######## press_arbiter ########
Figure 1. Routed metal, one color a layer (press_arbiter).
Two of the layers only.
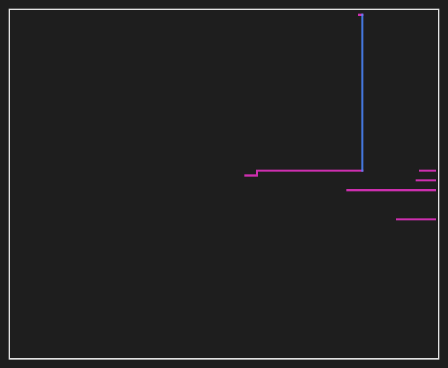

===== src/rtl/press_pkg.sv =====
// Shared types for the tug-of-war press arbiter: conditioner FSM states and tie priority side.
// Optional tie alternation is selected by PRESS_ARB_TIE_ALT_EN in press_arbiter.
package press_pkg;

  typedef enum logic [1:0] {
    IDLE = 2'd0,
    ARM  = 2'd1,
    HELD = 2'd2
  } btn_state_t;

  typedef enum logic {
    LEFT  = 1'b0,
    RIGHT = 1'b1
  } side_t;

endpackage


===== src/rtl/btn_conditioner.sv =====
// Debounces one synchronized button level and emits a single-cycle req per accepted press.
// req rises in the cycle after the DEBOUNCE_CYC-th consecutive high sample; holding never repeats.
module btn_conditioner
  import press_pkg::*;
#(
  parameter int unsigned DEBOUNCE_CYC = 4
) (
  input  logic clk,
  input  logic reset,
  input  logic btn,
  output logic req
);

  localparam int unsigned CW = $clog2(DEBOUNCE_CYC + 1);
  localparam logic [CW-1:0] CNT_LAST = CW'(DEBOUNCE_CYC - 1);

  btn_state_t    state_q, state_d;
  logic [CW-1:0] cnt_q, cnt_d;
  logic          req_q, req_d;

  always_comb begin
    state_d = state_q;
    cnt_d   = cnt_q;
    req_d   = 1'b0;
    case (state_q)
      IDLE: begin
        if (btn) begin
          if (DEBOUNCE_CYC == 1) begin
            state_d = HELD;
            req_d   = 1'b1;
          end else begin
            state_d = ARM;
            cnt_d   = CW'(1);
          end
        end
      end
      ARM: begin
        if (!btn) begin
          state_d = IDLE;
          cnt_d   = '0;
        end else if (cnt_q == CNT_LAST) begin
          // cnt holds at its final value so it can never wrap while HELD
          state_d = HELD;
          req_d   = 1'b1;
        end else begin
          cnt_d = cnt_q + CW'(1);
        end
      end
      HELD: begin
        if (!btn) begin
          state_d = IDLE;
          cnt_d   = '0;
        end
      end
      default: begin
        state_d = IDLE;
        cnt_d   = '0;
      end
    endcase
  end

  always_ff @(posedge clk) begin
    if (reset) begin
      state_q <= IDLE;
      cnt_q   <= '0;
      req_q   <= 1'b0;
    end else begin
      state_q <= state_d;
      cnt_q   <= cnt_d;
      req_q   <= req_d;
    end
  end

  assign req = req_q;

endmodule


===== src/rtl/press_arbiter.sv =====
// Two-player press arbiter: debounced presses become registered move/tie pulses, gated by enable.
// Define PRESS_ARB_TIE_ALT_EN to grant ties alternately (starting LEFT) instead of suppressing moves.
module press_arbiter
  import press_pkg::*;
#(
  parameter int unsigned DEBOUNCE_CYC = 4
) (
  input  logic clk,
  input  logic reset,
  input  logic l_btn,
  input  logic r_btn,
  input  logic enable,
  output logic l_move,
  output logic r_move,
  output logic tie
);

  logic l_req, r_req;

  btn_conditioner #(.DEBOUNCE_CYC(DEBOUNCE_CYC)) u_l_cond (
    .clk   (clk),
    .reset (reset),
    .btn   (l_btn),
    .req   (l_req)
  );

  btn_conditioner #(.DEBOUNCE_CYC(DEBOUNCE_CYC)) u_r_cond (
    .clk   (clk),
    .reset (reset),
    .btn   (r_btn),
    .req   (r_req)
  );

  logic l_move_q, l_move_d;
  logic r_move_q, r_move_d;
  logic tie_q, tie_d;

`ifdef PRESS_ARB_TIE_ALT_EN
  side_t prio_q, prio_d;
`endif

  // A req arriving while disabled is simply dropped; the conditioner is already in HELD.
  always_comb begin
    l_move_d = 1'b0;
    r_move_d = 1'b0;
    tie_d    = 1'b0;
`ifdef PRESS_ARB_TIE_ALT_EN
    prio_d   = prio_q;
`endif
    if (enable) begin
      case ({l_req, r_req})
        2'b10: l_move_d = 1'b1;
        2'b01: r_move_d = 1'b1;
        2'b11: begin
          tie_d = 1'b1;
`ifdef PRESS_ARB_TIE_ALT_EN
          if (prio_q == LEFT) begin
            l_move_d = 1'b1;
            prio_d   = RIGHT;
          end else begin
            r_move_d = 1'b1;
            prio_d   = LEFT;
          end
`endif
        end
        default: ;
      endcase
    end
  end

  always_ff @(posedge clk) begin
    if (reset) begin
      l_move_q <= 1'b0;
      r_move_q <= 1'b0;
      tie_q    <= 1'b0;
    end else begin
      l_move_q <= l_move_d;
      r_move_q <= r_move_d;
      tie_q    <= tie_d;
    end
  end

`ifdef PRESS_ARB_TIE_ALT_EN
  always_ff @(posedge clk) begin
    if (reset) begin
      prio_q <= LEFT;
    end else begin
      prio_q <= prio_d;
    end
  end
`endif

  assign l_move = l_move_q;
  assign r_move = r_move_q;
  assign tie    = tie_q;

endmodule


===== config.mk =====
export PLATFORM = sky130hd
export DESIGN_NAME = press_arbiter
export DESIGN_NICKNAME = d
export VERILOG_FILES = /design/src/rtl/press_pkg.sv /design/src/rtl/btn_conditioner.sv /design/src/rtl/press_arbiter.sv
export SDC_FILE = /design/constraint.sdc
export NUM_CORES = 1
export LEC_CHECK = 0
export CAP_MARGIN = 20
export CORE_ASPECT_RATIO = 0.8
export CORE_MARGIN = 2
export CORE_UTILIZATION = 29
export DETAILED_ROUTE_END_ITERATION = 7
export GPL_TIMING_DRIVEN = 0
export PLACE_DENSITY = 0.56
export SYNTH_ARGS = -nofsm -noshare
export SYNTH_HDL_FRONTEND = slang
export SYNTH_HIERARCHICAL = 1
export SYNTH_SLANG_ARGS = --single-unit

===== constraint.sdc =====
create_clock -name clk -period 2.9 [get_ports clk]
set_input_delay 0.435 -clock clk [delete_from_list [all_inputs] [get_ports clk]]
set_output_delay 0.435 -clock clk [all_outputs]
set_load 0.05 [all_outputs]

######## vga_timing_gen ########
$ cat config.mk
export PLATFORM = sky130hd
export DESIGN_NAME = vga_timing_gen
export DESIGN_NICKNAME = d
export VERILOG_FILES = /design/src/rtl/vga_timing_pkg.sv /design/src/rtl/vga_axis_counter.sv /design/src/rtl/vga_timing_gen.sv
export SDC_FILE = /design/constraint.sdc
export NUM_CORES = 1
export LEC_CHECK = 0
export CAP_MARGIN = 25
export CORE_UTILIZATION = 35
export CTS_BUF_LIST = sky130_fd_sc_hd__clkbuf_8
export CTS_CLUSTER_SIZE = 10
export DETAILED_ROUTE_END_ITERATION = 7
export MAX_ROUTING_LAYER = met4
export SETUP_SLACK_MARGIN = 0.2
export SYNTH_ARGS = -nofsm -noshare
export SYNTH_HDL_FRONTEND = slang
export SYNTH_HIERARCHICAL = 1
export SYNTH_SLANG_ARGS = --single-unit
$ cat constraint.sdc
create_clock -name clk -period 2 [get_ports clk]
set_input_delay 0.4 -clock clk [delete_from_list [all_inputs] [get_ports clk]]
set_output_delay 0.4 -clock clk [all_outputs]
set_load 0.02 [all_outputs]
$ cat src/rtl/vga_timing_pkg.sv
// Shared VGA timing constants: the 640x480@60 default, an 800x600@72 preset,
// the default coordinate type and a helper that sums the four timing segments.
package vga_timing_pkg;

    localparam int VGA_CW = 10;
    typedef logic [VGA_CW-1:0] coord_t;

    // 640x480@60, 25 MHz pixel clock, negative syncs
    localparam int   VGA640_H_ACTIVE = 640;
    localparam int   VGA640_H_FP     = 16;
    localparam int   VGA640_H_SYNC   = 96;
    localparam int   VGA640_H_BP     = 48;
    localparam int   VGA640_V_ACTIVE = 480;
    localparam int   VGA640_V_FP     = 10;
    localparam int   VGA640_V_SYNC   = 2;
    localparam int   VGA640_V_BP     = 33;
    localparam logic VGA640_H_POL    = 1'b0;
    localparam logic VGA640_V_POL    = 1'b0;

    // 800x600@72, 50 MHz pixel clock, positive syncs
    localparam int   SVGA800_H_ACTIVE = 800;
    localparam int   SVGA800_H_FP     = 56;
    localparam int   SVGA800_H_SYNC   = 120;
    localparam int   SVGA800_H_BP     = 64;
    localparam int   SVGA800_V_ACTIVE = 600;
    localparam int   SVGA800_V_FP     = 37;
    localparam int   SVGA800_V_SYNC   = 6;
    localparam int   SVGA800_V_BP     = 23;
    localparam logic SVGA800_H_POL    = 1'b1;
    localparam logic SVGA800_V_POL    = 1'b1;

    function automatic int timing_total(input int active, input int fp, input int sync, input int bp);
        return active + fp + sync + bp;
    endfunction

endpackage

$ cat src/rtl/vga_axis_counter.sv
// One timing axis: counts 0..TOTAL-1 while enabled; wrap flags the enabled
// cycle in which the count returns to 0.
module vga_axis_counter #(
    parameter int TOTAL = 800,
    parameter int CW    = 10
) (
    input  logic          clk,
    input  logic          reset,
    input  logic          en,
    output logic [CW-1:0] cnt,
    output logic          wrap
);

    localparam logic [CW-1:0] LAST = CW'(TOTAL - 1);

    assign wrap = en && (cnt == LAST);

    always_ff @(posedge clk) begin
        if (reset) begin
            cnt <= '0;
        end else if (en) begin
            cnt <= wrap ? '0 : cnt + CW'(1);
        end
    end

endmodule

$ cat src/rtl/vga_timing_gen.sv
// Parametrised VGA timing generator with one registered output stage.
// Define VGA_PIX_CE_EN to add the pix_ce pixel clock enable port.
module vga_timing_gen
    import vga_timing_pkg::*;
#(
    parameter int   H_ACTIVE = VGA640_H_ACTIVE,
    parameter int   H_FP     = VGA640_H_FP,
    parameter int   H_SYNC   = VGA640_H_SYNC,
    parameter int   H_BP     = VGA640_H_BP,
    parameter int   V_ACTIVE = VGA640_V_ACTIVE,
    parameter int   V_FP     = VGA640_V_FP,
    parameter int   V_SYNC   = VGA640_V_SYNC,
    parameter int   V_BP     = VGA640_V_BP,
    parameter logic H_POL    = VGA640_H_POL,
    parameter logic V_POL    = VGA640_V_POL,
    parameter int   CW       = VGA_CW
) (
    input  logic          clk,
    input  logic          reset,
`ifdef VGA_PIX_CE_EN
    input  logic          pix_ce,
`endif
    output logic          h_sync,
    output logic          v_sync,
    output logic          onscreen,
    output logic [CW-1:0] x,
    output logic [CW-1:0] y,
    output logic          line_start,
    output logic          frame_start
);

    localparam int H_TOTAL = timing_total(H_ACTIVE, H_FP, H_SYNC, H_BP);
    localparam int V_TOTAL = timing_total(V_ACTIVE, V_FP, V_SYNC, V_BP);

    localparam logic [CW-1:0] H_ACT_END  = CW'(H_ACTIVE);
    localparam logic [CW-1:0] H_SYNC_BEG = CW'(H_ACTIVE + H_FP);
    localparam logic [CW-1:0] H_SYNC_END = CW'(H_ACTIVE + H_FP + H_SYNC);
    localparam logic [CW-1:0] V_ACT_END  = CW'(V_ACTIVE);
    localparam logic [CW-1:0] V_SYNC_BEG = CW'(V_ACTIVE + V_FP);
    localparam logic [CW-1:0] V_SYNC_END = CW'(V_ACTIVE + V_FP + V_SYNC);

    generate
        if ((2 ** CW) < H_TOTAL || (2 ** CW) < V_TOTAL) begin : g_cw_check
            $error("vga_timing_gen: CW too small for H_TOTAL/V_TOTAL");
        end
    endgenerate

    logic          ce;
    logic [CW-1:0] h_cnt;
    logic [CW-1:0] v_cnt;
    logic          h_wrap;
    logic          v_wrap_unused;

`ifdef VGA_PIX_CE_EN
    assign ce = pix_ce;
`else
    assign ce = 1'b1;
`endif

    vga_axis_counter #(.TOTAL(H_TOTAL), .CW(CW)) u_h_counter (
        .clk   (clk),
        .reset (reset),
        .en    (ce),
        .cnt   (h_cnt),
        .wrap  (h_wrap)
    );

    // The vertical axis advances only on the horizontal wrap, so v_cnt
    // (and therefore vsync) changes exactly on the x==0 boundary.
    vga_axis_counter #(.TOTAL(V_TOTAL), .CW(CW)) u_v_counter (
        .clk   (clk),
        .reset (reset),
        .en    (ce & h_wrap),
        .cnt   (v_cnt),
        .wrap  (v_wrap_unused)
    );

    logic h_sync_next;
    logic v_sync_next;
    logic onscreen_next;
    logic line_start_next;
    logic frame_start_next;

    always_comb begin
        onscreen_next    = (h_cnt < H_ACT_END) && (v_cnt < V_ACT_END);
        h_sync_next      = ((h_cnt >= H_SYNC_BEG) && (h_cnt < H_SYNC_END)) ? H_POL : ~H_POL;
        v_sync_next      = ((v_cnt >= V_SYNC_BEG) && (v_cnt < V_SYNC_END)) ? V_POL : ~V_POL;
        line_start_next  = (h_cnt == '0);
        frame_start_next = (h_cnt == '0) && (v_cnt == '0);
    end

    // x/y are registered alongside the decode so every pin describes the same pixel.
    always_ff @(posedge clk) begin
        if (reset) begin
            h_sync      <= ~H_POL;
            v_sync      <= ~V_POL;
            onscreen    <= 1'b0;
            x           <= '0;
            y           <= '0;
            line_start  <= 1'b0;
            frame_start <= 1'b0;
        end else if (ce) begin
            h_sync      <= h_sync_next;
            v_sync      <= v_sync_next;
            onscreen    <= onscreen_next;
            x           <= h_cnt;
            y           <= v_cnt;
            line_start  <= line_start_next;
            frame_start <= frame_start_next;
        end
    end

endmodule


==> gallery <==
Met2 routing.
Plate I
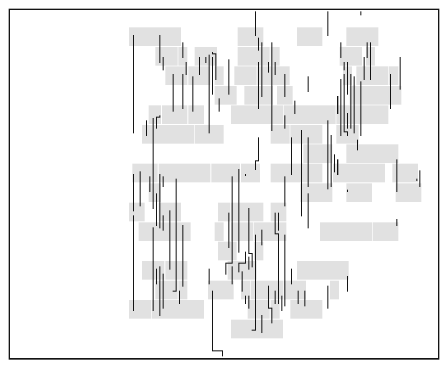
Plate II
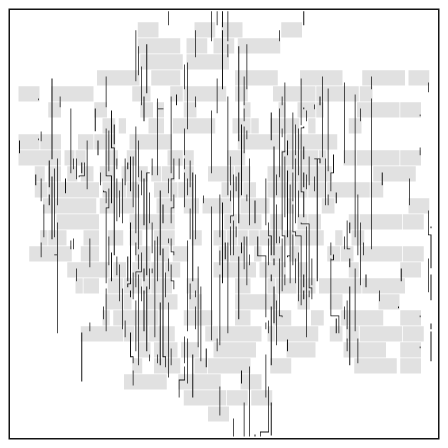
- vga_timing_gen = Plate II
- press_arbiter = Plate I

Figure 2. Clock nets (vga_timing_gen).
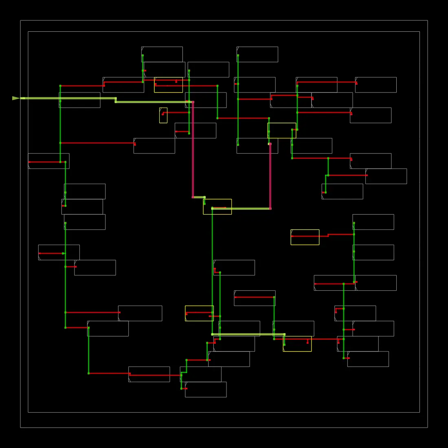
FF+latch count: 45
power attributed to the clock group: 0.000543 W
final clock skew: 3.99 ps
number of clock-tree buffers in the layout: 6
count of clock tree sinks: 45

==> reports/metrics.csv, vga_timing_gen <==
metric,value,unit
run_status,finished clean,
path_clk_slew,70,ps
dr.max_layer_used,met4,
vias_per_cell,4.82,
stage_log_warnings,28,
timing.rr.end,u_v_counter/cnt[7],
critical_path.n_buffers_inverters,1,
floorplan.io_pins,27,
insertion_delay,290,ps
globalRoute.totalOverflow,0,
maxCapViolations,0,
worst-path-stages,7,
startpoint_type,flip-flop,
detailedPlacementHpwl,2.48,mm
synth.cell_area,1750,sq um
lay_top_count,dfxtp_1,
## vga_timing_gen: per-stage QoR
stage | setup slack, ps | total power (W) | std cells | cell area (sq um)
2_1_floorplan | 209 | 0.000968 | 176 | 1750
3_3_place_gp | 249 | 0.000997 | 278 | 2170
3_5_place_dp | 207 | 0.000997 | 278 | 2170
4_1_cts | 206 | 0.00154 | 285 | 2260
5_1_grt | 197 | 0.00158 | 291 | 2320
6_report | 304 | 0.00152 | 291 | 2320
Figure 3. Cells by drive strength (press_arbiter).
The bar under the picture is 20 microns long.
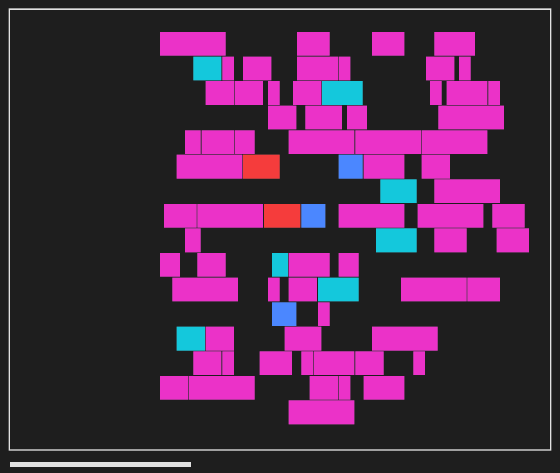
legend:
  drive 1 or less:
    color: magenta
    cells: 65
    share: 84%
    most_used: dfxtp_1
  drive 2:
    color: cyan
    cells: 7
    share: 9.1%
  drive 3 to 4:
    color: blue
    cells: 3
    share: 3.9%
    most_used: clkbuf_4
  drive 6 and up:
    color: red
    cells: 2
    share: 2.6%
    most_used: buf_6

Notes on Figure 1 above:
legend:
  met3:
    color: magenta
    wire_length: 39.3 microns
  met4:
    color: blue
    wire_length: 21.8 microns

==> reports/metrics.csv, press_arbiter <==
metric,value,unit
layout.nets,87,
wl_met3,39,microns
insertion_delay,280,ps
place_worst_setup_slack,918,ps
stage_log_warnings,26,
mappedNetlistNets,75,
p_sw_share,24.2,%
worst_pin_slew,501,ps
grt_pass1_wl,2.01,mm
area.combinational,369,sq um
finalSetupViolations,0,
comb_area_share,43.3,%
setup.worst_path.class,reg -> out,
lay_top_count,dfxtp_1,
run_status,finished clean,
press_arbiter: Yosys cell counts (all sizes together):
library cell   n  area (sq um)
a22oi          2          25.0
a21oi          2          17.5
nor2           4          15.0
o2bb2ai        2          17.5
a2111oi        2          17.5
nor2b          2          12.5
nor3           2          10.0
nand4bb        2          22.5
buf            2          22.5
mux2i          2          20.0
ha             4          50.1
a211o          4          35.0
and2           2          12.5
o32ai          2          17.5
inv            8          30.0
and4bb         4          50.1
and4b          1          11.3
dfxtp         15           300
xnor2          2          17.5
xor2           2          17.5


==> screenshots <==
Metal 1.
image #1
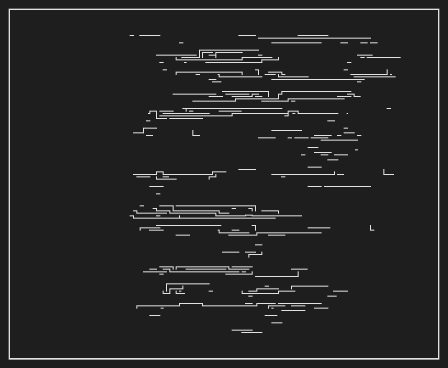
image #2
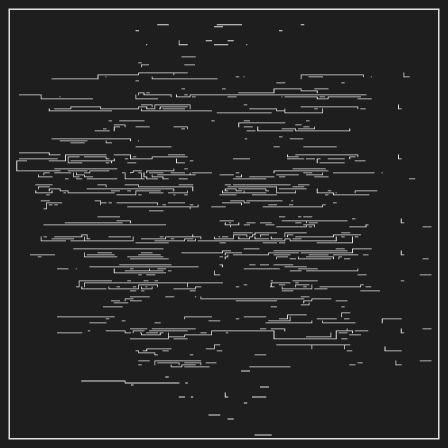
| from | picture |
|---|---|
| press_arbiter | image #1 |
| vga_timing_gen | image #2 |

Power and IR drop assume default switching activity.
